######## design 1 ########
==> design_1/final_congestion.png <==
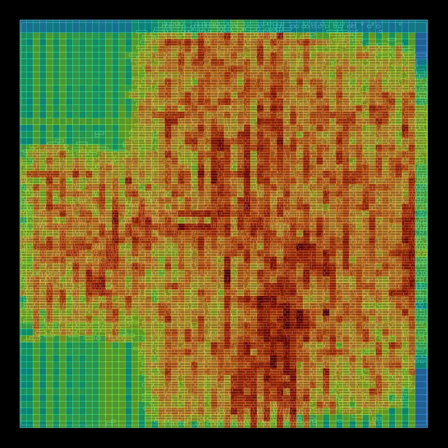

--- config.mk ---
export PLATFORM = sky130hd
export DESIGN_NAME = dcache_ctrl
export DESIGN_NICKNAME = d
export VERILOG_FILES = /design/src/rtl/dcache_pkg.sv /design/src/rtl/dcache_sram.sv /design/src/rtl/dcache_ctrl.sv
export SDC_FILE = /design/constraint.sdc
export NUM_CORES = 2
export LEC_CHECK = 0
export ABC_CLOCK_PERIOD_IN_PS = 14850
export CAP_MARGIN = 20
export CORE_UTILIZATION = 55
export DETAILED_ROUTE_END_ITERATION = 6
export GPL_ROUTABILITY_DRIVEN = 0
export HOLD_SLACK_MARGIN = 0.1
export PLACE_DENSITY = 0.75
export SETUP_SLACK_MARGIN = 0.15
export SYNTH_ARGS = -nofsm -noshare
export SYNTH_HDL_FRONTEND = slang
export SYNTH_SLANG_ARGS = --single-unit
--- constraint.sdc ---
create_clock -name clk_i -period 14.85 [get_ports clk_i]
set_input_delay 4.455 -clock clk_i [delete_from_list [all_inputs] [get_ports clk_i]]
set_output_delay 4.455 -clock clk_i [all_outputs]
set_load 0.1 [all_outputs]
--- src/rtl/dcache_pkg.sv ---
`default_nettype none
// ============================================================================
//  Module      : dcache_pkg
//  Description : Shared types and constants for the direct-mapped L1 data
//                cache. Holds the controller state encoding, the line and
//                offset geometry, and the tag-width helper.
//  Revision    : 1.0 - initial release
// ============================================================================
package dcache_pkg;

    typedef enum logic [1:0] {
        IDLE      = 2'd0,
        WRITEBACK = 2'd1,
        ALLOCATE  = 2'd2
    } state_e;

    localparam int LINE_W     = 128;
    localparam int WORD_SEL_W = 2;
    localparam int OFFSET_W   = 4;

    // Tag covers everything above the index and the 16-byte line offset.
    function automatic int TAG_W(input int idx_w);
        return 28 - idx_w;
    endfunction

endpackage
`default_nettype wire

--- src/rtl/dcache_sram.sv ---
`default_nettype none
// ============================================================================
//  Module      : dcache_sram
//  Description : Valid/dirty/tag/data storage for the direct-mapped cache.
//                Asynchronous read of the indexed line; synchronous write of
//                either a single word (store hit, sets dirty) or a full line
//                (refill, sets valid and clears dirty). Valid and dirty clear
//                asynchronously on reset; tag and data are never cleared.
//  Ports       : clk_i, rst_i (async, active-low)
//                idx_i                         - line index for read and write
//                valid_o/dirty_o/tag_o/line_o  - indexed line contents
//                word_we_i/word_data_i         - per-word store write
//                line_we_i/line_tag_i/line_data_i - full-line refill write
//  Revision    : 1.0 - initial release
// ============================================================================
module dcache_sram
    import dcache_pkg::*;
#(
    parameter int NUM_LINES  = 16,
    parameter int LINE_WORDS = 4,
    parameter int IDX_W      = 4,
    parameter int TAG_BITS   = 24
) (
    input  logic                  clk_i,
    input  logic                  rst_i,
    input  logic [IDX_W-1:0]      idx_i,
    output logic                  valid_o,
    output logic                  dirty_o,
    output logic [TAG_BITS-1:0]   tag_o,
    output logic [LINE_W-1:0]     line_o,
    input  logic [LINE_WORDS-1:0] word_we_i,
    input  logic [31:0]           word_data_i,
    input  logic                  line_we_i,
    input  logic [TAG_BITS-1:0]   line_tag_i,
    input  logic [LINE_W-1:0]     line_data_i
);

    logic [NUM_LINES-1:0] valid_q;
    logic [NUM_LINES-1:0] dirty_q;
    logic [TAG_BITS-1:0]  tag_q  [NUM_LINES];
    logic [LINE_W-1:0]    data_q [NUM_LINES];

    assign valid_o = valid_q[idx_i];
    assign dirty_o = dirty_q[idx_i];
    assign tag_o   = tag_q[idx_i];
    assign line_o  = data_q[idx_i];

    always_ff @(posedge clk_i or negedge rst_i) begin
        if (!rst_i) begin
            valid_q <= '0;
            dirty_q <= '0;
        end else if (line_we_i) begin
            valid_q[idx_i] <= 1'b1;
            dirty_q[idx_i] <= 1'b0;
        end else if (|word_we_i) begin
            dirty_q[idx_i] <= 1'b1;
        end
    end

    // Tag/data carry no reset: valid gates every use of them.
    always_ff @(posedge clk_i) begin
        if (line_we_i) begin
            tag_q[idx_i]  <= line_tag_i;
            data_q[idx_i] <= line_data_i;
        end else begin
            for (int w = 0; w < LINE_WORDS; w++) begin
                if (word_we_i[w]) begin
                    data_q[idx_i][w*32 +: 32] <= word_data_i;
                end
            end
        end
    end

endmodule
`default_nettype wire

--- src/rtl/dcache_ctrl.sv ---
`default_nettype none
// ============================================================================
//  Module      : dcache_ctrl
//  Description : Direct-mapped, write-back, write-allocate L1 data-cache
//                controller. Hits complete combinationally; misses stall the
//                pipeline while a dirty victim is written back and the line
//                is refilled over a request/acknowledge memory port.
//  Ports       : clk_i, rst_i (async, active-low)
//                cpu_req_i/cpu_we_i/cpu_addr_i/cpu_data_i - MEM-stage access
//                cpu_data_o/cpu_stall_o                   - load data, stall
//                mem_req_o/mem_we_o/mem_addr_o/mem_data_o - line request
//                mem_data_i/mem_ack_i                     - refill, completion
//  Revision    : 1.0 - initial release
// ============================================================================
module dcache_ctrl
    import dcache_pkg::*;
#(
    parameter int NUM_LINES  = 16,
    parameter int LINE_WORDS = 4
) (
    input  logic               clk_i,
    input  logic               rst_i,
    input  logic               cpu_req_i,
    input  logic               cpu_we_i,
    input  logic [31:0]        cpu_addr_i,
    input  logic [31:0]        cpu_data_i,
    output logic [31:0]        cpu_data_o,
    output logic               cpu_stall_o,
    output logic               mem_req_o,
    output logic               mem_we_o,
    output logic [31:0]        mem_addr_o,
    output logic [LINE_W-1:0]  mem_data_o,
    input  logic [LINE_W-1:0]  mem_data_i,
    input  logic               mem_ack_i
);

    localparam int IDX_W    = $clog2(NUM_LINES);
    localparam int TAG_BITS = TAG_W(IDX_W);

    state_e state_q;
    state_e state_d;

    logic [TAG_BITS-1:0]   w_tag;
    logic [IDX_W-1:0]      w_idx;
    logic [WORD_SEL_W-1:0] w_word;
    logic                  w_valid;
    logic                  w_dirty;
    logic [TAG_BITS-1:0]   w_vtag;
    logic [LINE_W-1:0]     w_line;
    logic                  w_hit;
    logic                  w_idle_hit;
    logic                  w_refill;
    logic [LINE_WORDS-1:0] w_word_we;
    logic [31:0]           w_words [LINE_WORDS];
    logic                  w_unused;

    assign w_tag  = cpu_addr_i[31:OFFSET_W+IDX_W];
    assign w_idx  = cpu_addr_i[OFFSET_W+IDX_W-1:OFFSET_W];
    assign w_word = cpu_addr_i[OFFSET_W-1:2];
    // Byte offset within a word is not used: accesses are word-aligned.
    assign w_unused = &{1'b0, cpu_addr_i[1:0]};

    dcache_sram #(
        .NUM_LINES  (NUM_LINES),
        .LINE_WORDS (LINE_WORDS),
        .IDX_W      (IDX_W),
        .TAG_BITS   (TAG_BITS)
    ) u_sram (
        .clk_i       (clk_i),
        .rst_i       (rst_i),
        .idx_i       (w_idx),
        .valid_o     (w_valid),
        .dirty_o     (w_dirty),
        .tag_o       (w_vtag),
        .line_o      (w_line),
        .word_we_i   (w_word_we),
        .word_data_i (cpu_data_i),
        .line_we_i   (w_refill),
        .line_tag_i  (w_tag),
        .line_data_i (mem_data_i)
    );

    generate
        for (genvar g = 0; g < LINE_WORDS; g++) begin : g_words
            assign w_words[g] = w_line[g*32 +: 32];
        end
    endgenerate

    assign w_hit      = cpu_req_i & w_valid & (w_vtag == w_tag);
    assign w_idle_hit = (state_q == IDLE) & w_hit;
    assign w_refill   = (state_q == ALLOCATE) & mem_ack_i;
    // A store miss only writes once the refill has made it a hit.
    assign w_word_we  = (w_idle_hit & cpu_we_i) ? (LINE_WORDS'(1) << w_word) : '0;

    assign cpu_data_o  = w_idle_hit ? w_words[w_word] : 32'd0;
    assign cpu_stall_o = cpu_req_i & ~w_idle_hit;

    always_ff @(posedge clk_i or negedge rst_i) begin
        if (!rst_i) begin
            state_q <= IDLE;
        end else begin
            state_q <= state_d;
        end
    end

    always_comb begin
        state_d    = state_q;
        mem_req_o  = 1'b0;
        mem_we_o   = 1'b0;
        mem_addr_o = '0;
        mem_data_o = '0;
        case (state_q)
            IDLE: begin
                if (cpu_req_i && !w_hit) begin
                    state_d = (w_valid && w_dirty) ? WRITEBACK : ALLOCATE;
                end
            end
            WRITEBACK: begin
                mem_req_o  = 1'b1;
                mem_we_o   = 1'b1;
                mem_addr_o = {w_vtag, w_idx, {OFFSET_W{1'b0}}};
                mem_data_o = w_line;
                if (mem_ack_i) begin
                    state_d = ALLOCATE;
                end
            end
            ALLOCATE: begin
                mem_req_o  = 1'b1;
                mem_addr_o = {w_tag, w_idx, {OFFSET_W{1'b0}}};
                if (mem_ack_i) begin
                    state_d = IDLE;
                end
            end
            default: state_d = IDLE;
        endcase
    end

endmodule
`default_nettype wire

######## design 2 ########
<file path="src/rtl/lead_one_scanner_pkg.sv">
// Shared definitions for the leading-one scanner slice.
//   - los_state_t   : controller state encoding (IDLE / SCAN / DONE)
//   - LOS_DEFAULT_N : default scanned word width
//   - los_idx_w()   : width of an index able to address every bit of an N-bit word
package lead_one_scanner_pkg;

    localparam int LOS_DEFAULT_N = 32;

    typedef enum logic [1:0] {
        IDLE = 2'd0,
        SCAN = 2'd1,
        DONE = 2'd2
    } los_state_t;

    function automatic int los_idx_w(input int n);
        return (n <= 2) ? 1 : $clog2(n);
    endfunction

endpackage

</file>
<file path="src/rtl/lead_one_scanner_shift_reg.sv">
// scan_shift_reg: N-bit loadable left-shift register exposing its MSB.
//   clk     : rising-edge clock
//   rst_n   : synchronous active-low reset, clears the register
//   load_i  : load data_i (has priority over shift_i)
//   shift_i : shift left by one, zero fill
//   data_i  : parallel load value
//   msb_o   : current bit N-1
module scan_shift_reg
    import lead_one_scanner_pkg::*;
#(
    parameter int N = LOS_DEFAULT_N
) (
    input  logic         clk,
    input  logic         rst_n,
    input  logic         load_i,
    input  logic         shift_i,
    input  logic [N-1:0] data_i,
    output logic         msb_o
);

    logic [N-1:0] sreg_q;
    logic [N-1:0] sreg_d;

    always_comb begin
        sreg_d = sreg_q;
        if (load_i) begin
            sreg_d = data_i;
        end else if (shift_i) begin
            sreg_d = {sreg_q[N-2:0], 1'b0};
        end
    end

    always_ff @(posedge clk) begin
        if (!rst_n) begin
            sreg_q <= '0;
        end else begin
            sreg_q <= sreg_d;
        end
    end

    assign msb_o = sreg_q[N-1];

endmodule

</file>
<file path="src/rtl/lead_one_scanner.sv">
// lead_one_scanner: sequential leading-one locator, scanning MSB to LSB one
// bit per clock with early termination and a start/busy/done handshake.
//   clk     : rising-edge clock
//   rst_n   : synchronous active-low reset
//   start   : request, sampled only in IDLE
//   data_in : word to scan, captured on the accepted start edge
//   busy    : high in SCAN and DONE
//   done    : one-cycle pulse, results valid from this cycle
//   found   : a set bit exists
//   zero    : scanned word was all-zero
//   index   : position of the highest set bit (0 when zero=1)
// Build option: define ZERO_SHORTCUT_EN to finish an all-zero word directly
// from IDLE to DONE instead of scanning every bit.
module lead_one_scanner
    import lead_one_scanner_pkg::*;
#(
    parameter  int N     = LOS_DEFAULT_N,
    localparam int IDX_W = los_idx_w(N)
) (
    input  logic             clk,
    input  logic             rst_n,
    input  logic             start,
    input  logic [N-1:0]     data_in,
    output logic             busy,
    output logic             done,
    output logic             found,
    output logic             zero,
    output logic [IDX_W-1:0] index
);

    los_state_t       state_q, state_d;
    logic [IDX_W-1:0] cnt_q, cnt_d;
    logic [IDX_W-1:0] index_q, index_d;
    logic             found_q, found_d;
    logic             zero_q, zero_d;
    logic             load, shift, msb;
    logic             accept;
    logic             any_set;

    // OR-reduction of the incoming word; only consulted by the shortcut path.
    assign any_set = |data_in;
    assign accept  = (state_q == IDLE) && start;

    scan_shift_reg #(.N(N)) u_sreg (
        .clk    (clk),
        .rst_n  (rst_n),
        .load_i (load),
        .shift_i(shift),
        .data_i (data_in),
        .msb_o  (msb)
    );

    // State register
    always_ff @(posedge clk) begin
        if (!rst_n) begin
            state_q <= IDLE;
        end else begin
            state_q <= state_d;
        end
    end

    // Next-state logic
    always_comb begin
        state_d = state_q;
        case (state_q)
            IDLE: begin
                if (start) begin
`ifdef ZERO_SHORTCUT_EN
                    state_d = any_set ? SCAN : DONE;
`else
                    state_d = SCAN;
`endif
                end
            end
            SCAN: begin
                if (msb || (cnt_q == '0)) begin
                    state_d = DONE;
                end
            end
            DONE:    state_d = IDLE;
            default: state_d = IDLE;
        endcase
    end

    // Handshake outputs
    always_comb begin
        busy = (state_q != IDLE);
        done = (state_q == DONE);
    end

    // Scan datapath: counter tracks the bit position currently at the MSB.
    always_comb begin
        cnt_d   = cnt_q;
        index_d = index_q;
        found_d = found_q;
        zero_d  = zero_q;
        load    = accept;
        shift   = 1'b0;
        if (accept) begin
            cnt_d   = IDX_W'(N - 1);
            index_d = '0;
            found_d = 1'b0;
            zero_d  = 1'b0;
`ifdef ZERO_SHORTCUT_EN
            zero_d  = !any_set;
`endif
        end else if (state_q == SCAN) begin
            if (msb) begin
                index_d = cnt_q;
                found_d = 1'b1;
                zero_d  = 1'b0;
            end else if (cnt_q == '0) begin
                index_d = '0;
                found_d = 1'b0;
                zero_d  = 1'b1;
            end else begin
                shift = 1'b1;
                cnt_d = cnt_q - 1'b1;
            end
        end
    end

    always_ff @(posedge clk) begin
        if (!rst_n) begin
            cnt_q   <= '0;
            index_q <= '0;
            found_q <= 1'b0;
            zero_q  <= 1'b0;
        end else begin
            cnt_q   <= cnt_d;
            index_q <= index_d;
            found_q <= found_d;
            zero_q  <= zero_d;
        end
    end

    assign found = found_q;
    assign zero  = zero_q;
    assign index = index_q;

endmodule

</file>
<file path="config.mk">
export PLATFORM = sky130hd
export DESIGN_NAME = lead_one_scanner
export DESIGN_NICKNAME = d
export VERILOG_FILES = /design/src/rtl/lead_one_scanner_pkg.sv /design/src/rtl/lead_one_scanner_shift_reg.sv /design/src/rtl/lead_one_scanner.sv
export SDC_FILE = /design/constraint.sdc
export NUM_CORES = 1
export LEC_CHECK = 0
export CORE_MARGIN = 1.5
export CORE_UTILIZATION = 50
export CTS_CLUSTER_DIAMETER = 40
export DETAILED_ROUTE_END_ITERATION = 7
export PLACE_DENSITY = 0.91
export SETUP_SLACK_MARGIN = 0.4
export SLEW_MARGIN = 20
export SYNTH_ARGS = -nofsm -noshare
export SYNTH_HDL_FRONTEND = slang
export SYNTH_SLANG_ARGS = --single-unit
</file>
<file path="constraint.sdc">
create_clock -name clk -period 3.65 [get_ports clk]
set_input_delay 0.5475 -clock clk [delete_from_list [all_inputs] [get_ports clk]]
set_output_delay 0.5475 -clock clk [all_outputs]
set_load 0.01 [all_outputs]
</file>
######## design 3 ########
<file path="src/rtl/sdram_test_pkg.sv">
`default_nettype none
// ============================================================================
//  Module      : sdram_test_pkg
//  Description : Shared definitions for the SDRAM pattern tester: FSM state
//                encodings and the test-pattern generator function.
//  Revision    : 1.0 - initial release
// ============================================================================
package sdram_test_pkg;

    localparam logic [2:0] S_WRITE  = 3'd0;
    localparam logic [2:0] S_WWAIT  = 3'd1;
    localparam logic [2:0] S_READ   = 3'd2;
    localparam logic [2:0] S_RWAIT  = 3'd3;
    localparam logic [2:0] S_REPORT = 3'd4;

    // Pattern word for a given absolute address. Callers truncate the result
    // to their data width. Odd passes invert every bit so each cell sees both
    // polarities across consecutive passes.
    function automatic logic [63:0] pat(input logic [63:0] addr,
                                        input logic [63:0] seed,
                                        input logic        inv);
        return addr ^ seed ^ {64{inv}};
    endfunction

endpackage
`default_nettype wire

</file>
<file path="src/rtl/button_edge.sv">
`default_nettype none
// ============================================================================
//  Module      : button_edge
//  Description : Three-flop synchroniser for an asynchronous active-high
//                pushbutton, producing a single-cycle pulse per press.
//  Ports       : clk, rst      - clock, synchronous active-high reset
//                i_button      - raw asynchronous button input
//                o_rise        - one-cycle pulse on a synchronised rising edge
//  Revision    : 1.0 - initial release
// ============================================================================
module button_edge (
    input  logic clk,
    input  logic rst,
    input  logic i_button,
    output logic o_rise
);

    logic [2:0] r_sync;

    always_ff @(posedge clk) begin
        if (rst) begin
            r_sync <= 3'b000;
        end else begin
            r_sync <= {r_sync[1:0], i_button};
        end
    end

    // r_sync[0] may be metastable; only the settled stages form the edge.
    assign o_rise = (r_sync[2:1] == 2'b01);

endmodule
`default_nettype wire

</file>
<file path="src/rtl/sdram_pattern_tester.sv">
`default_nettype none
// ============================================================================
//  Module      : sdram_pattern_tester
//  Description : Self-checking SDRAM exerciser. Writes a pattern over
//                NUM_WORDS addresses, reads it back, counts mismatches and
//                timeouts, then pages the result onto the LEDs, one page per
//                button press. The last page press starts the next pass.
//  Ports       : clk, rst, button           - board side
//                address, req_write, req_read, data_in,
//                data_out, data_valid, write_complete - controller port
//                led, done, pass_ok, err_count       - results
//  Revision    : 1.0 - initial release
// ============================================================================
module sdram_pattern_tester
    import sdram_test_pkg::*;
#(
    parameter int                ADDR_W     = 24,
    parameter int                DATA_W     = 32,
    parameter int                LED_W      = 8,
    parameter logic [ADDR_W-1:0] START_ADDR = 24'd32,
    parameter int                NUM_WORDS  = 256,
    parameter logic [31:0]       SEED       = 32'h12345678,
    parameter int                TIMEOUT    = 1023
) (
    input  logic              clk,
    input  logic              rst,
    input  logic              button,
    output logic [ADDR_W-1:0] address,
    output logic              req_write,
    output logic              req_read,
    output logic [DATA_W-1:0] data_in,
    input  logic [DATA_W-1:0] data_out,
    input  logic              data_valid,
    input  logic              write_complete,
    output logic [LED_W-1:0]  led,
    output logic              done,
    output logic              pass_ok,
    output logic [15:0]       err_count
);

    localparam int              c_NPAGE    = DATA_W / LED_W + 1;
    localparam int              c_PAGE_W   = $clog2(c_NPAGE);
    localparam int              c_CNT_W    = $clog2(TIMEOUT + 1);
    localparam logic [ADDR_W-1:0] c_LAST_IDX = ADDR_W'(NUM_WORDS - 1);

    logic [2:0]          r_state;
    logic [ADDR_W-1:0]   r_idx;
    logic [c_CNT_W-1:0]  r_cnt;
    logic [15:0]         r_pass_n;
    logic [c_PAGE_W-1:0] r_page;
    logic [DATA_W-1:0]   r_first_bad;
    logic                r_have_bad;
    logic [15:0]         r_err;
    logic                r_pass_ok;
    logic                r_done;
    logic [ADDR_W-1:0]   r_addr;
    logic [DATA_W-1:0]   r_data_in;
    logic                r_req_w;
    logic                r_req_r;
    logic [LED_W-1:0]    r_led;

    logic                w_rise;
    logic [ADDR_W-1:0]   w_addr;
    logic [DATA_W-1:0]   w_pat;
    logic                w_tmo;
    logic                w_last;
    logic [15:0]         w_err_inc;
    logic                w_wr_go;
    logic                w_wr_bad;
    logic                w_rd_go;
    logic                w_rd_bad;
    logic                w_mismatch;
    logic [63:0]         w_pn_ext;
    logic [c_PAGE_W-1:0] w_sel;
    logic [DATA_W-1:0]   w_fb_shift;
    logic [LED_W-1:0]    w_page0;
    logic [LED_W-1:0]    w_led_view;
    logic                w_unused;

    button_edge u_button_edge (
        .clk      (clk),
        .rst      (rst),
        .i_button (button),
        .o_rise   (w_rise)
    );

    assign w_addr     = START_ADDR + r_idx;
    assign w_pat      = DATA_W'(pat(64'(w_addr), 64'(SEED), r_pass_n[0]));
    // The counter is compared before it increments, so a response that lands
    // on the cycle the count reaches TIMEOUT is still accepted.
    assign w_tmo      = (r_cnt == c_CNT_W'(TIMEOUT));
    assign w_last     = (r_idx == c_LAST_IDX);
    assign w_err_inc  = (r_err == 16'hFFFF) ? r_err : r_err + 16'd1;
    assign w_mismatch = (data_out != w_pat);

    assign w_wr_go    = write_complete || w_tmo;
    assign w_wr_bad   = !write_complete && w_tmo;
    assign w_rd_go    = data_valid || w_tmo;
    assign w_rd_bad   = data_valid ? w_mismatch : w_tmo;

    // Display pages: 0 is the status page, 1.. are first_bad slices LSB-first.
    assign w_pn_ext   = 64'(r_pass_n);
    assign w_sel      = r_page - c_PAGE_W'(1);
    assign w_fb_shift = r_first_bad >> (LED_W * w_sel);

    generate
        if (LED_W >= 16) begin : g_led_wide
            assign w_page0 = {r_pass_ok, w_pn_ext[LED_W-10:0], r_err[7:0]};
        end else begin : g_led_narrow
            assign w_page0 = {r_pass_ok, w_pn_ext[LED_W-2:0]};
        end
    endgenerate

    assign w_led_view = (r_page == '0) ? w_page0
                      : (r_have_bad ? w_fb_shift[LED_W-1:0] : '0);

    // Upper pass-counter and shifted first_bad bits are intentionally not shown.
    assign w_unused   = ^{w_pn_ext, w_fb_shift};

    always_ff @(posedge clk) begin
        if (rst) begin
            r_state     <= S_WRITE;
            r_idx       <= '0;
            r_cnt       <= '0;
            r_pass_n    <= '0;
            r_page      <= '0;
            r_first_bad <= '0;
            r_have_bad  <= 1'b0;
            r_err       <= '0;
            r_pass_ok   <= 1'b0;
            r_done      <= 1'b0;
            r_addr      <= '0;
            r_data_in   <= '0;
            r_req_w     <= 1'b0;
            r_req_r     <= 1'b0;
            r_led       <= '0;
        end else begin
            r_req_w <= 1'b0;
            r_req_r <= 1'b0;
            case (r_state)
                S_WRITE: begin
                    r_addr    <= w_addr;
                    r_data_in <= w_pat;
                    r_req_w   <= 1'b1;
                    r_cnt     <= '0;
                    r_state   <= S_WWAIT;
                end
                S_WWAIT: begin
                    if (w_wr_go) begin
                        if (w_wr_bad) begin
                            r_err <= w_err_inc;
                        end
                        if (w_last) begin
                            r_idx   <= '0;
                            r_state <= S_READ;
                        end else begin
                            r_idx   <= r_idx + ADDR_W'(1);
                            r_state <= S_WRITE;
                        end
                    end else begin
                        r_cnt <= r_cnt + c_CNT_W'(1);
                    end
                end
                S_READ: begin
                    r_addr  <= w_addr;
                    r_req_r <= 1'b1;
                    r_cnt   <= '0;
                    r_state <= S_RWAIT;
                end
                S_RWAIT: begin
                    if (w_rd_go) begin
                        if (w_rd_bad) begin
                            r_err <= w_err_inc;
                        end
                        if (data_valid && w_mismatch && !r_have_bad) begin
                            r_first_bad <= data_out;
                            r_have_bad  <= 1'b1;
                        end
                        if (w_last) begin
                            r_done    <= 1'b1;
                            r_pass_ok <= (r_err == 16'd0) && !w_rd_bad;
                            r_state   <= S_REPORT;
                        end else begin
                            r_idx   <= r_idx + ADDR_W'(1);
                            r_state <= S_READ;
                        end
                    end else begin
                        r_cnt <= r_cnt + c_CNT_W'(1);
                    end
                end
                S_REPORT: begin
                    r_led <= w_led_view;
                    if (w_rise) begin
                        if (r_page == c_PAGE_W'(c_NPAGE - 1)) begin
                            r_page     <= '0;
                            r_pass_n   <= r_pass_n + 16'd1;
                            r_err      <= '0;
                            r_have_bad <= 1'b0;
                            r_done     <= 1'b0;
                            r_idx      <= '0;
                            r_state    <= S_WRITE;
                        end else begin
                            r_page <= r_page + c_PAGE_W'(1);
                        end
                    end
                end
                default: begin
                    r_state <= S_WRITE;
                end
            endcase
        end
    end

    assign address   = r_addr;
    assign data_in   = r_data_in;
    assign req_write = r_req_w;
    assign req_read  = r_req_r;
    assign led       = r_led;
    assign done      = r_done;
    assign pass_ok   = r_pass_ok;
    assign err_count = r_err;

endmodule
`default_nettype wire

</file>
<file path="config.mk">
export PLATFORM = sky130hd
export DESIGN_NAME = sdram_pattern_tester
export DESIGN_NICKNAME = d
export VERILOG_FILES = /design/src/rtl/sdram_test_pkg.sv /design/src/rtl/button_edge.sv /design/src/rtl/sdram_pattern_tester.sv
export SDC_FILE = /design/constraint.sdc
export NUM_CORES = 1
export LEC_CHECK = 0
export CORE_UTILIZATION = 50
export DETAILED_ROUTE_END_ITERATION = 12
export PLACE_DENSITY = 0.7
export REMOVE_ABC_BUFFERS = 1
export SETUP_SLACK_MARGIN = 0.02
export SYNTH_ARGS = -nofsm -noshare
export SYNTH_HDL_FRONTEND = slang
export SYNTH_SLANG_ARGS = --single-unit
</file>
<file path="constraint.sdc">
create_clock -name clk -period 6.45 [get_ports clk]
set_clock_uncertainty 0.15 [all_clocks]
set_input_delay 1.29 -clock clk [delete_from_list [all_inputs] [get_ports clk]]
set_output_delay 1.29 -clock clk [all_outputs]
set_load 0.005 [all_outputs]
</file>
######## design 4 ########
==> config.mk <==
export PLATFORM = sky130hd
export DESIGN_NAME = hex_distributor
export DESIGN_NICKNAME = d
export VERILOG_FILES = /design/src/rtl/hex_distributor_pkg.sv /design/src/rtl/hex_distributor_reg.sv /design/src/rtl/hex_distributor.sv
export SDC_FILE = /design/constraint.sdc
export NUM_CORES = 1
export LEC_CHECK = 0
export ABC_AREA = 1
export CORE_ASPECT_RATIO = 1.2
export CORE_MARGIN = 4
export CORE_UTILIZATION = 51
export CTS_CLUSTER_SIZE = 10
export DETAILED_ROUTE_END_ITERATION = 10
export HOLD_SLACK_MARGIN = 0.15
export MAX_ROUTING_LAYER = met4
export PLACE_DENSITY_LB_ADDON = 0.15
export SLEW_MARGIN = 20
export SYNTH_ARGS = -nofsm -noshare
export SYNTH_HDL_FRONTEND = slang
export SYNTH_SLANG_ARGS = --single-unit
export TNS_END_PERCENT = 50
==> constraint.sdc <==
create_clock -name aclk -period 16.15 [get_ports aclk]
set_input_delay 4.845 -clock aclk [delete_from_list [all_inputs] [get_ports aclk]]
set_output_delay 4.845 -clock aclk [all_outputs]
set_load 0.005 [all_outputs]
==> src/rtl/hex_distributor_pkg.sv <==
// Shared definitions for the six-channel stream selector/distributor pair.
// Holds the channel count, the channel index width, the distributor FSM
// state type, and the cfg-to-channel decode used identically on both sides.
package hex_distributor_pkg;

    localparam int NUM_CH = 6;
    localparam int CH_W   = 3;

    typedef enum logic [0:0] {
        ST_IDLE = 1'b0,
        ST_BUSY = 1'b1
    } state_e;

    // Config word to channel index: 0..5 map straight through, 6 and 7 fall back to channel 0.
    function automatic logic [CH_W-1:0] decode_cfg(input logic [2:0] cfg_v);
        logic [CH_W-1:0] ch;
        case (cfg_v)
            3'd0, 3'd1, 3'd2, 3'd3, 3'd4, 3'd5: ch = cfg_v;
            default:                            ch = 3'd0;
        endcase
        return ch;
    endfunction

    // Channel index to one-hot lane vector.
    function automatic logic [NUM_CH-1:0] ch_onehot(input logic [CH_W-1:0] ch);
        logic [NUM_CH-1:0] oh;
        for (int n = 0; n < NUM_CH; n++) begin
            oh[n] = (ch == CH_W'(n));
        end
        return oh;
    endfunction

endpackage

==> src/rtl/hex_distributor_reg.sv <==
// One-beat output holding register with a destination index.
// Ports:
//   clk_i, rst_i   clock and asynchronous active-high reset
//   load_i         capture data_i/last_i for lane dest_i (only asserted when ready_o)
//   m_tready_i     per-lane ready from the consumers
//   ready_o        register can accept a beat this cycle
//   tdata_o        all lane data; only the destination lane is rewritten on load
//   tvalid_o/tlast_o  one-hot per-lane valid/last, zero on lanes not addressed
module hex_distributor_reg
    import hex_distributor_pkg::*;
#(
    parameter int DATA_WIDTH = 32
) (
    input  logic                         clk_i,
    input  logic                         rst_i,
    input  logic                         load_i,
    input  logic [DATA_WIDTH-1:0]        data_i,
    input  logic                         last_i,
    input  logic [CH_W-1:0]              dest_i,
    input  logic [NUM_CH-1:0]            m_tready_i,
    output logic                         ready_o,
    output logic [NUM_CH*DATA_WIDTH-1:0] tdata_o,
    output logic [NUM_CH-1:0]            tvalid_o,
    output logic [NUM_CH-1:0]            tlast_o
);

    logic                         valid_q, valid_d;
    logic                         last_q, last_d;
    logic [CH_W-1:0]              dest_q, dest_d;
    logic [NUM_CH*DATA_WIDTH-1:0] lanes_q, lanes_d;
    logic [NUM_CH-1:0]            tvalid_q, tvalid_d;
    logic [NUM_CH-1:0]            tlast_q, tlast_d;

    // Pass-through ready: the slot frees up in the same cycle the destination drains it.
    always_comb begin
        ready_o = !valid_q || m_tready_i[dest_q];
    end

    // Next-state for the holding slot and the per-lane output views.
    always_comb begin
        valid_d = valid_q;
        last_d  = last_q;
        dest_d  = dest_q;
        if (load_i) begin
            valid_d = 1'b1;
            last_d  = last_i;
            dest_d  = dest_i;
        end else if (m_tready_i[dest_q]) begin
            valid_d = 1'b0;
        end else begin
            valid_d = valid_q;
        end

        // Lanes not addressed keep whatever they last carried.
        lanes_d = lanes_q;
        for (int n = 0; n < NUM_CH; n++) begin
            if (load_i && (dest_i == CH_W'(n))) begin
                lanes_d[n*DATA_WIDTH +: DATA_WIDTH] = data_i;
            end else begin
                lanes_d[n*DATA_WIDTH +: DATA_WIDTH] = lanes_q[n*DATA_WIDTH +: DATA_WIDTH];
            end
        end

        tvalid_d = valid_d ? ch_onehot(dest_d) : {NUM_CH{1'b0}};
        tlast_d  = (valid_d && last_d) ? ch_onehot(dest_d) : {NUM_CH{1'b0}};
    end

    // Holding slot and registered lane outputs.
    always_ff @(posedge clk_i or posedge rst_i) begin
        if (rst_i) begin
            valid_q  <= 1'b0;
            last_q   <= 1'b0;
            dest_q   <= {CH_W{1'b0}};
            lanes_q  <= {(NUM_CH*DATA_WIDTH){1'b0}};
            tvalid_q <= {NUM_CH{1'b0}};
            tlast_q  <= {NUM_CH{1'b0}};
        end else begin
            valid_q  <= valid_d;
            last_q   <= last_d;
            dest_q   <= dest_d;
            lanes_q  <= lanes_d;
            tvalid_q <= tvalid_d;
            tlast_q  <= tlast_d;
        end
    end

    assign tdata_o  = lanes_q;
    assign tvalid_o = tvalid_q;
    assign tlast_o  = tlast_q;

endmodule

==> src/rtl/hex_distributor.sv <==
// Six-way AXI4-Stream demultiplexer. The destination is taken from cfg at
// the first beat of each packet and locked until the tlast beat is accepted,
// so a packet never splits across channels. One-cycle registered output.
// Ports:
//   aclk, areset        clock, asynchronous active-high reset
//   cfg                 destination select (sampled at packet start only)
//   s_axis_*            input stream
//   m_axis_*            six output channels, lane n at tdata[(n+1)*W-1:n*W]
//   sel                 locked channel index
//   busy                packet in progress
module hex_distributor
    import hex_distributor_pkg::*;
#(
    parameter int DATA_WIDTH = 32
) (
    input  logic                         aclk,
    input  logic                         areset,
    input  logic [2:0]                   cfg,
    input  logic [DATA_WIDTH-1:0]        s_axis_tdata,
    input  logic                         s_axis_tvalid,
    input  logic                         s_axis_tlast,
    output logic                         s_axis_tready,
    output logic [NUM_CH*DATA_WIDTH-1:0] m_axis_tdata,
    output logic [NUM_CH-1:0]            m_axis_tvalid,
    output logic [NUM_CH-1:0]            m_axis_tlast,
    input  logic [NUM_CH-1:0]            m_axis_tready,
    output logic [CH_W-1:0]              sel,
    output logic                         busy
);

    state_e          state_q, state_d;
    logic [CH_W-1:0] sel_q, sel_d;
    logic [CH_W-1:0] route_s;
    logic            ready_s;
    logic            accept_s;

    assign accept_s = s_axis_tvalid && ready_s;

    // State and lock registers.
    always_ff @(posedge aclk or posedge areset) begin
        if (areset) begin
            state_q <= ST_IDLE;
            sel_q   <= {CH_W{1'b0}};
        end else begin
            state_q <= state_d;
            sel_q   <= sel_d;
        end
    end

    // Next-state: a non-last beat opens a packet, a last beat closes it.
    always_comb begin
        state_d = state_q;
        case (state_q)
            ST_IDLE: begin
                if (accept_s && !s_axis_tlast) begin
                    state_d = ST_BUSY;
                end else begin
                    state_d = ST_IDLE;
                end
            end
            ST_BUSY: begin
                if (accept_s && s_axis_tlast) begin
                    state_d = ST_IDLE;
                end else begin
                    state_d = ST_BUSY;
                end
            end
            default: state_d = ST_IDLE;
        endcase
    end

    // Routing: in IDLE the beat follows cfg live (and the lock tracks it);
    // in BUSY the lock is frozen and cfg is ignored.
    always_comb begin
        route_s = sel_q;
        sel_d   = sel_q;
        case (state_q)
            ST_IDLE: begin
                route_s = decode_cfg(cfg);
                sel_d   = route_s;
            end
            ST_BUSY: begin
                route_s = sel_q;
                sel_d   = sel_q;
            end
            default: begin
                route_s = {CH_W{1'b0}};
                sel_d   = {CH_W{1'b0}};
            end
        endcase
    end

    hex_distributor_reg #(
        .DATA_WIDTH(DATA_WIDTH)
    ) u_out_reg (
        .clk_i      (aclk),
        .rst_i      (areset),
        .load_i     (accept_s),
        .data_i     (s_axis_tdata),
        .last_i     (s_axis_tlast),
        .dest_i     (route_s),
        .m_tready_i (m_axis_tready),
        .ready_o    (ready_s),
        .tdata_o    (m_axis_tdata),
        .tvalid_o   (m_axis_tvalid),
        .tlast_o    (m_axis_tlast)
    );

    assign s_axis_tready = ready_s;
    assign sel           = sel_q;
    assign busy          = (state_q == ST_BUSY);

endmodule

==> design_2/port_nets.png <==
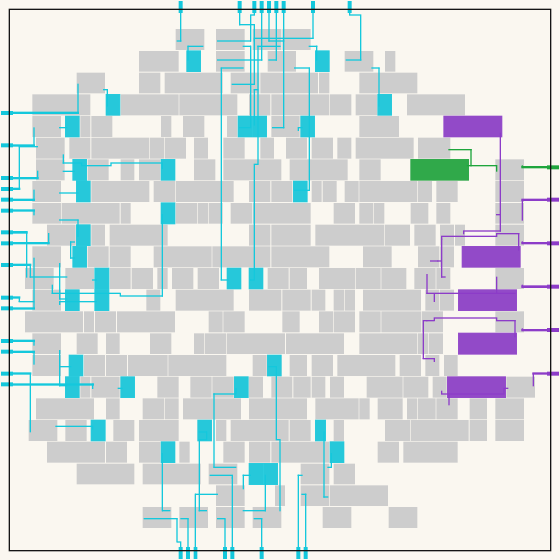
port	colour	bits	direction	edge	end cells	wire
`index`	purple	5	output	east	5	103 microns
`zero`	green	1	output	east	1	12.4 microns
`data_in`	cyan	32	input	15 west, 9 north, 8 south	32	506 microns

==> design_2/wire_density.png <==
Bar = 20 microns. The die is cut into 14 by 14 equal tiles; dark purple is low, yellow is high, scaled to the fullest tile. Values are wire area over tile area, all layers added.
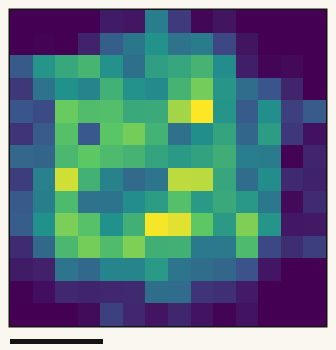
densest ninth of the die	centre
nearly empty tiles	16%
mean over tiles	0.17
emptiest ninth of the die	north-east
tiles over half the peak	33%
fullest tile	0.48

==> flow_metrics.tcl, design 2 <==
# place-and-route summary
set metrics [dict create \
    finalCritPeriodShare_pct 65.46 \
    finalCriticalPeriod_ps 2389 \
    biggestCellCategory "multi-input combinational cells" \
    wl_met1_microns 2147 \
    comb_share_pct 40.25 \
    grtUsageTotal_pct 23.28 \
    fin_hold_ws_ps 486.6 \
    tapCellCount 50 \
    relSlewSlack_pct 32.44 \
    dr_total_vias 1934 \
    synth.top_cell.area_share_pct 44.10 \
    ios 44 \
    diodes 0 \
    totalNegativeSetupSlack_ps 0 \
    ys.flops 46 \
    synth-adder-area-share_pct 0.5992 \
    tightest_slew_ps 1013 \
    fp.dieH_microns 67.63 \
    ff_count 46 \
    mostFrequentLayoutCell "a211oi_1" \
    cp-end-kind "register" \
    clockNetworkAreaShare_pct 3.201 \
    synth_cell_types 34 \
    largest_area_cell "dfxtp_1" \
    htreeDepth 2 \
    status "complete, no violations" \
    clkSinkCount 46 \
    firstDrtPassIters 4 \
    path_cells "inv_1 -> ha_1 -> or4b_1 -> nand2_2 -> a211oi_1" \
    fp_nets 270 \
    final_layout_size_suffix_gt1_share_pct 7.547 \
    io_buffers 43 \
    nNonClkBuffers 47 \
    skew_ps 3.740 \
    rsz0062_at_grt "no" \
    clk_latency_ps 300 \
    largest-register "u_sreg.sreg_q" \
    post_cts_buffers 0 \
    finalSetupViolations 0 \
]
==> design_1/port_nets.png <==
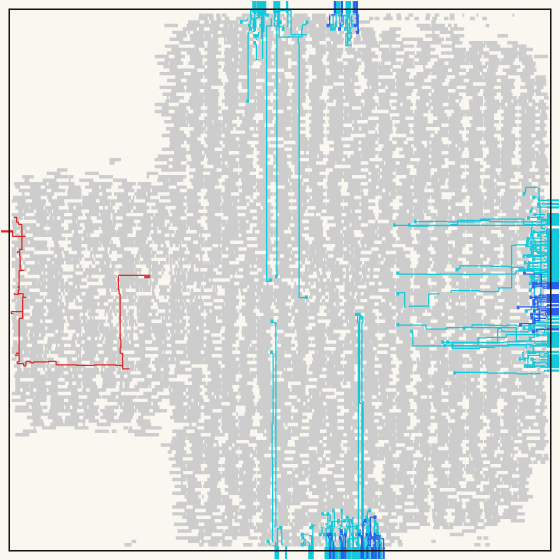
port	colour	bits	direction	edge	end cells	wire
`mem_data_o`	cyan	128	output	65 east, 37 south, 26 north	128	5180 microns
`cpu_data_o`	blue	32	output	15 east, 13 south, 4 north	32	505 microns
`mem_req_o`	red	1	output	west	1	381 microns

==> design_1/wire_density.png <==
Bar = 100 microns. The die is cut into 21 by 21 equal tiles; dark purple is low, yellow is high, scaled to the fullest tile. Values are wire area over tile area, all layers added.
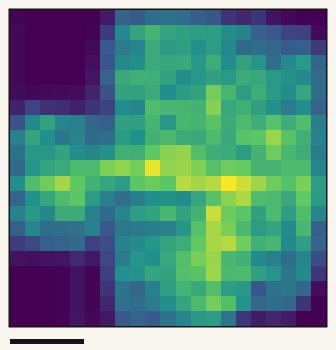
mean over tiles	0.28
emptiest ninth of the die	north-west
nearly empty tiles	11%
tiles over half the peak	48%
fullest tile	0.63

## Picture notes: design_1/final_congestion.png
met1 Usage GRT: 38.12%
GR Util met3: 8.706%
WL per Instance: 37.90 microns
overall routing resource usage: 31.42%
Final Core Density: 64.08%

==> flow_metrics.tcl, design 1 <==
# place-and-route summary
set metrics [dict create \
    path_max_fanout 107 \
    rrSetupSlack_ps 9670 \
    largestRegisters "u_sram.data_q x2048, u_sram.tag_q x384, u_sram.valid_q x16" \
    crit_slowest_cell "buf_8" \
    dp_cells 7047 \
    fin_hold_ws_ps 465.8 \
    worstPathRequired_ps 10390 \
    clkSinkCount 2466 \
    grtUsageMet2_pct 49.92 \
    diodes 44 \
    ys.flops 2466 \
    comb_power_share_pct 9.4 \
    mostFrequentLayoutCell "edfxtp_1" \
    drt-vias-per-instance 6.781 \
    cts_max_path_buffers 3 \
    p_sw_share_pct 23.78 \
    dp_hpwl_microns 161500 \
    synth_warnings 0 \
    synth_cell_types 73 \
    p_clk_share_pct 38.8 \
    status "complete, no violations" \
    clock.fmax_mhz 75.80 \
    critical_path.endpoint "cpu_data_o[7]" \
]
==> design_3/final_congestion.png <==
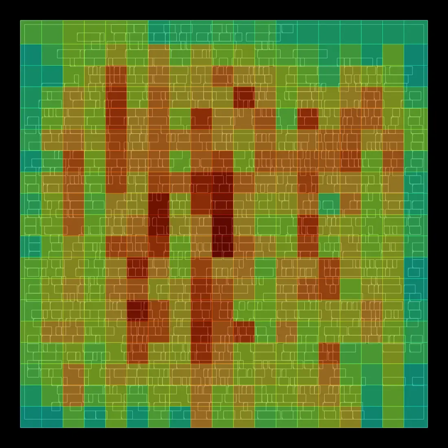
global-route met2 utilization: 40.04%
met1 Usage GRT: 34.41%
GR peak layer: met2

==> design_3/wire_density.png <==
Bar = 50 microns. The die is cut into 26 by 26 equal tiles; dark purple is low, yellow is high, scaled to the fullest tile. Values are wire area over tile area, all layers added.
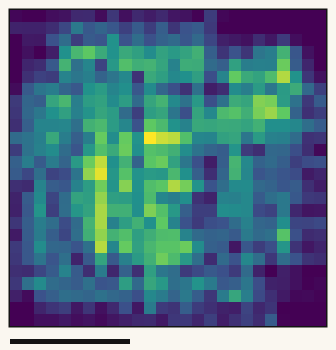
densest ninth of the die	centre
fullest tile	0.57
mean over tiles	0.20
tiles over half the peak	25%
nearly empty tiles	7.2%
emptiest ninth of the die	south-east

==> flow_metrics.tcl, design 3 <==
# place-and-route summary
set metrics [dict create \
    hp-start "u_button_edge.r_sync[0]" \
    ff_count 161 \
    nNonClkBuffers 127 \
    cp.buffers_inverters 1 \
    diodes 0 \
    crit_arrival_ps 4990 \
    ff_type "dfxtp_1" \
    grt_max_degree 84 \
    warnings 28 \
    htreeDepth 4 \
    slowest_delay_ps 690 \
    chipArea_sq_um 17390 \
    nMultiInputCombCells 730 \
    whs_endpoint "u_button_edge.r_sync[1]" \
    drtIter0Drc 627 \
    dr_total_vias 7327 \
    wire_per_inst_microns 16.86 \
    totalNegativeSetupSlack_ps 0 \
    synth-adder-area-share_pct 1.335 \
    die_w_microns 131.9 \
    fin_util_pct 61.85 \
    cts_resized 0 \
    mostFrequentLayoutCell "dfxtp_1" \
    power_density_nw_per_um2 222.0 \
    synth_warnings 0 \
    synthMuxAreaShare_pct 6.794 \
    comb_power_share_pct 7.8 \
    status "complete, no violations" \
    firstDrtPassIters 5 \
    clockNetworkAreaShare_pct 6.085 \
    fillCellCount 1478 \
    final_cell_mix "160 x dfxtp_1, 134 x nor2_1, 119 x clkdlybuf4s50_1" \
    antenna_found_initial 0 \
    cpLargestDelayFamily "simple AND/OR/NAND/NOR gates" \
]
==> design_4/wire_density.png <==
Bar = 20 microns. The die is cut into 25 by 30 equal tiles; dark purple is low, yellow is high, scaled to the fullest tile. Values are wire area over tile area, all layers added.
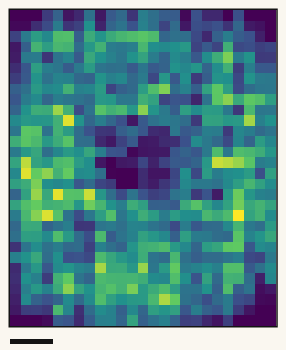
densest ninth of the die	west
nearly empty tiles	3.3%
mean over tiles	0.19
emptiest ninth of the die	centre
fullest tile	0.45

==> flow_metrics.tcl, design 4 <==
# place-and-route summary
set metrics [dict create \
    yosysSeqAreaShare_pct 63.87 \
    cts_tree "done" \
    die_w_microns 124.8 \
    worstPathRequired_ps 11300 \
    final_cell_mix "253 x clkdlybuf4s50_1, 218 x nand2_1, 213 x dfrtp_1" \
    clock.fmax_mhz 90.22 \
    wl_met3_microns 1556 \
    fillCellCount 1137 \
    syn_area_per_cell_sq_um 10.95 \
    power.group.top "combinational logic" \
    grt_first_pass_wirelength_microns 34090 \
    chipArea_sq_um 18480 \
    p_sw_share_pct 31.80 \
    finalSetupViolations 0 \
    skew_ps 14.88 \
    synthCells 762 \
    clockNetworkAreaShare_pct 5.659 \
    synthMuxAreaShare_pct 0 \
    path_max_fanout 8 \
    cts_made_buffers 25 \
    status "complete, no violations" \
    place_ws_ps 5074 \
    final_nets 1052 \
    buf_share_pct 22.43 \
    power_density_nw_per_um2 200.0 \
    dr.max_layer_used "met4" \
    p_int_mw 1.566 \
    dr_total_vias 6058 \
    power.share.sequential_pct 38.6 \
    reg2reg_from "u_out_reg.dest_q[0]" \
    wl_met1_microns 8705 \
    stdcell_area_sq_um 11480 \
    synth-adder-area-share_pct 0 \
    whs_endpoint "u_out_reg.tdata_o[54]" \
    synth.area.top_cells "dfrtp_1 64%, o21ai_2 11%, nand2_1 9.8%, buf_6 3.8%, o21ai_0 2.9%" \
    dp_hpwl_microns 13950 \
]

## Gallery

Placed cells, one colour a class.
picture 1
Bar = 20 microns.
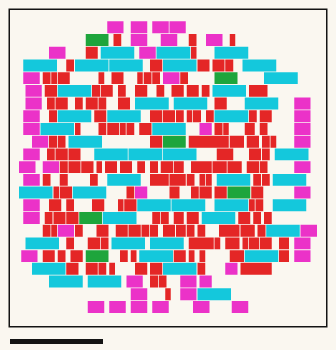
picture 2
Bar = 50 microns.
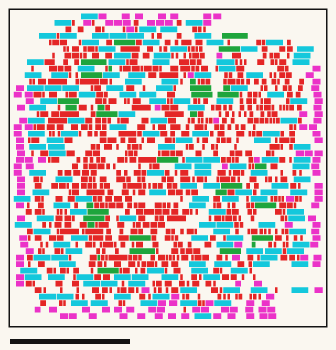
picture 3
Bar = 100 microns.
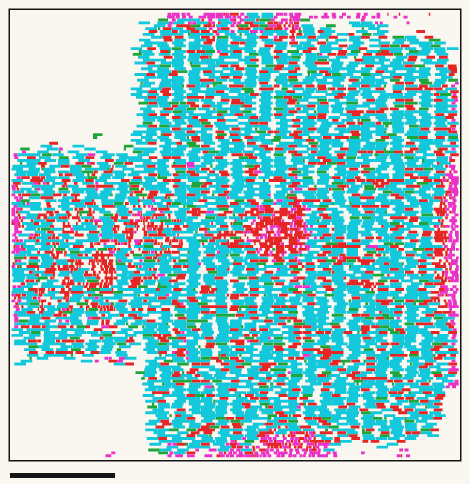
picture 4
Bar = 20 microns.
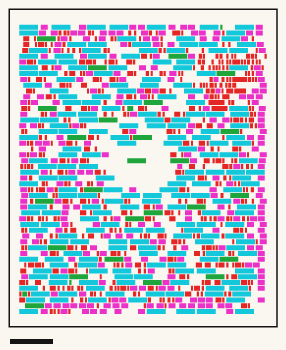
- most cells: picture 3
picture 1: design 2
picture 4: design 4
picture 2: design 3
picture 3: design 1



## Gallery

Cell sizes after repair.
image #1
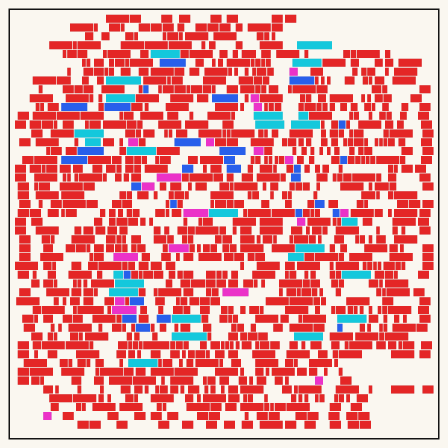
image #2
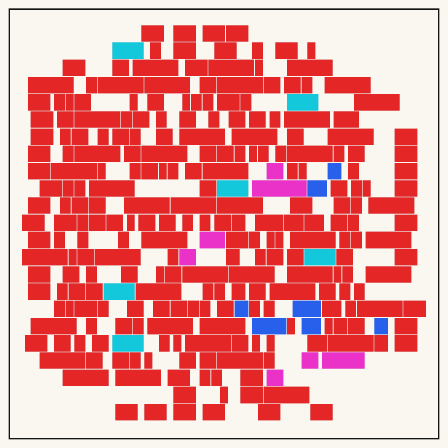
image #3
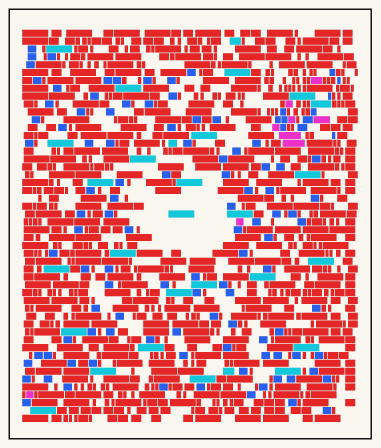
Image #3 is design 4.
Image #1 is design 3.
Image #2 is design 2.
- fewest cells: image #2

Key to image #3:
size	colour	cells	most used
drive 3 to 4	magenta	9	buf_4
drive 2	blue	112	o21ai_2
drive 6 and up	cyan	29	clkbuf_16
drive 1 or less	red	859	clkdlybuf4s50_1

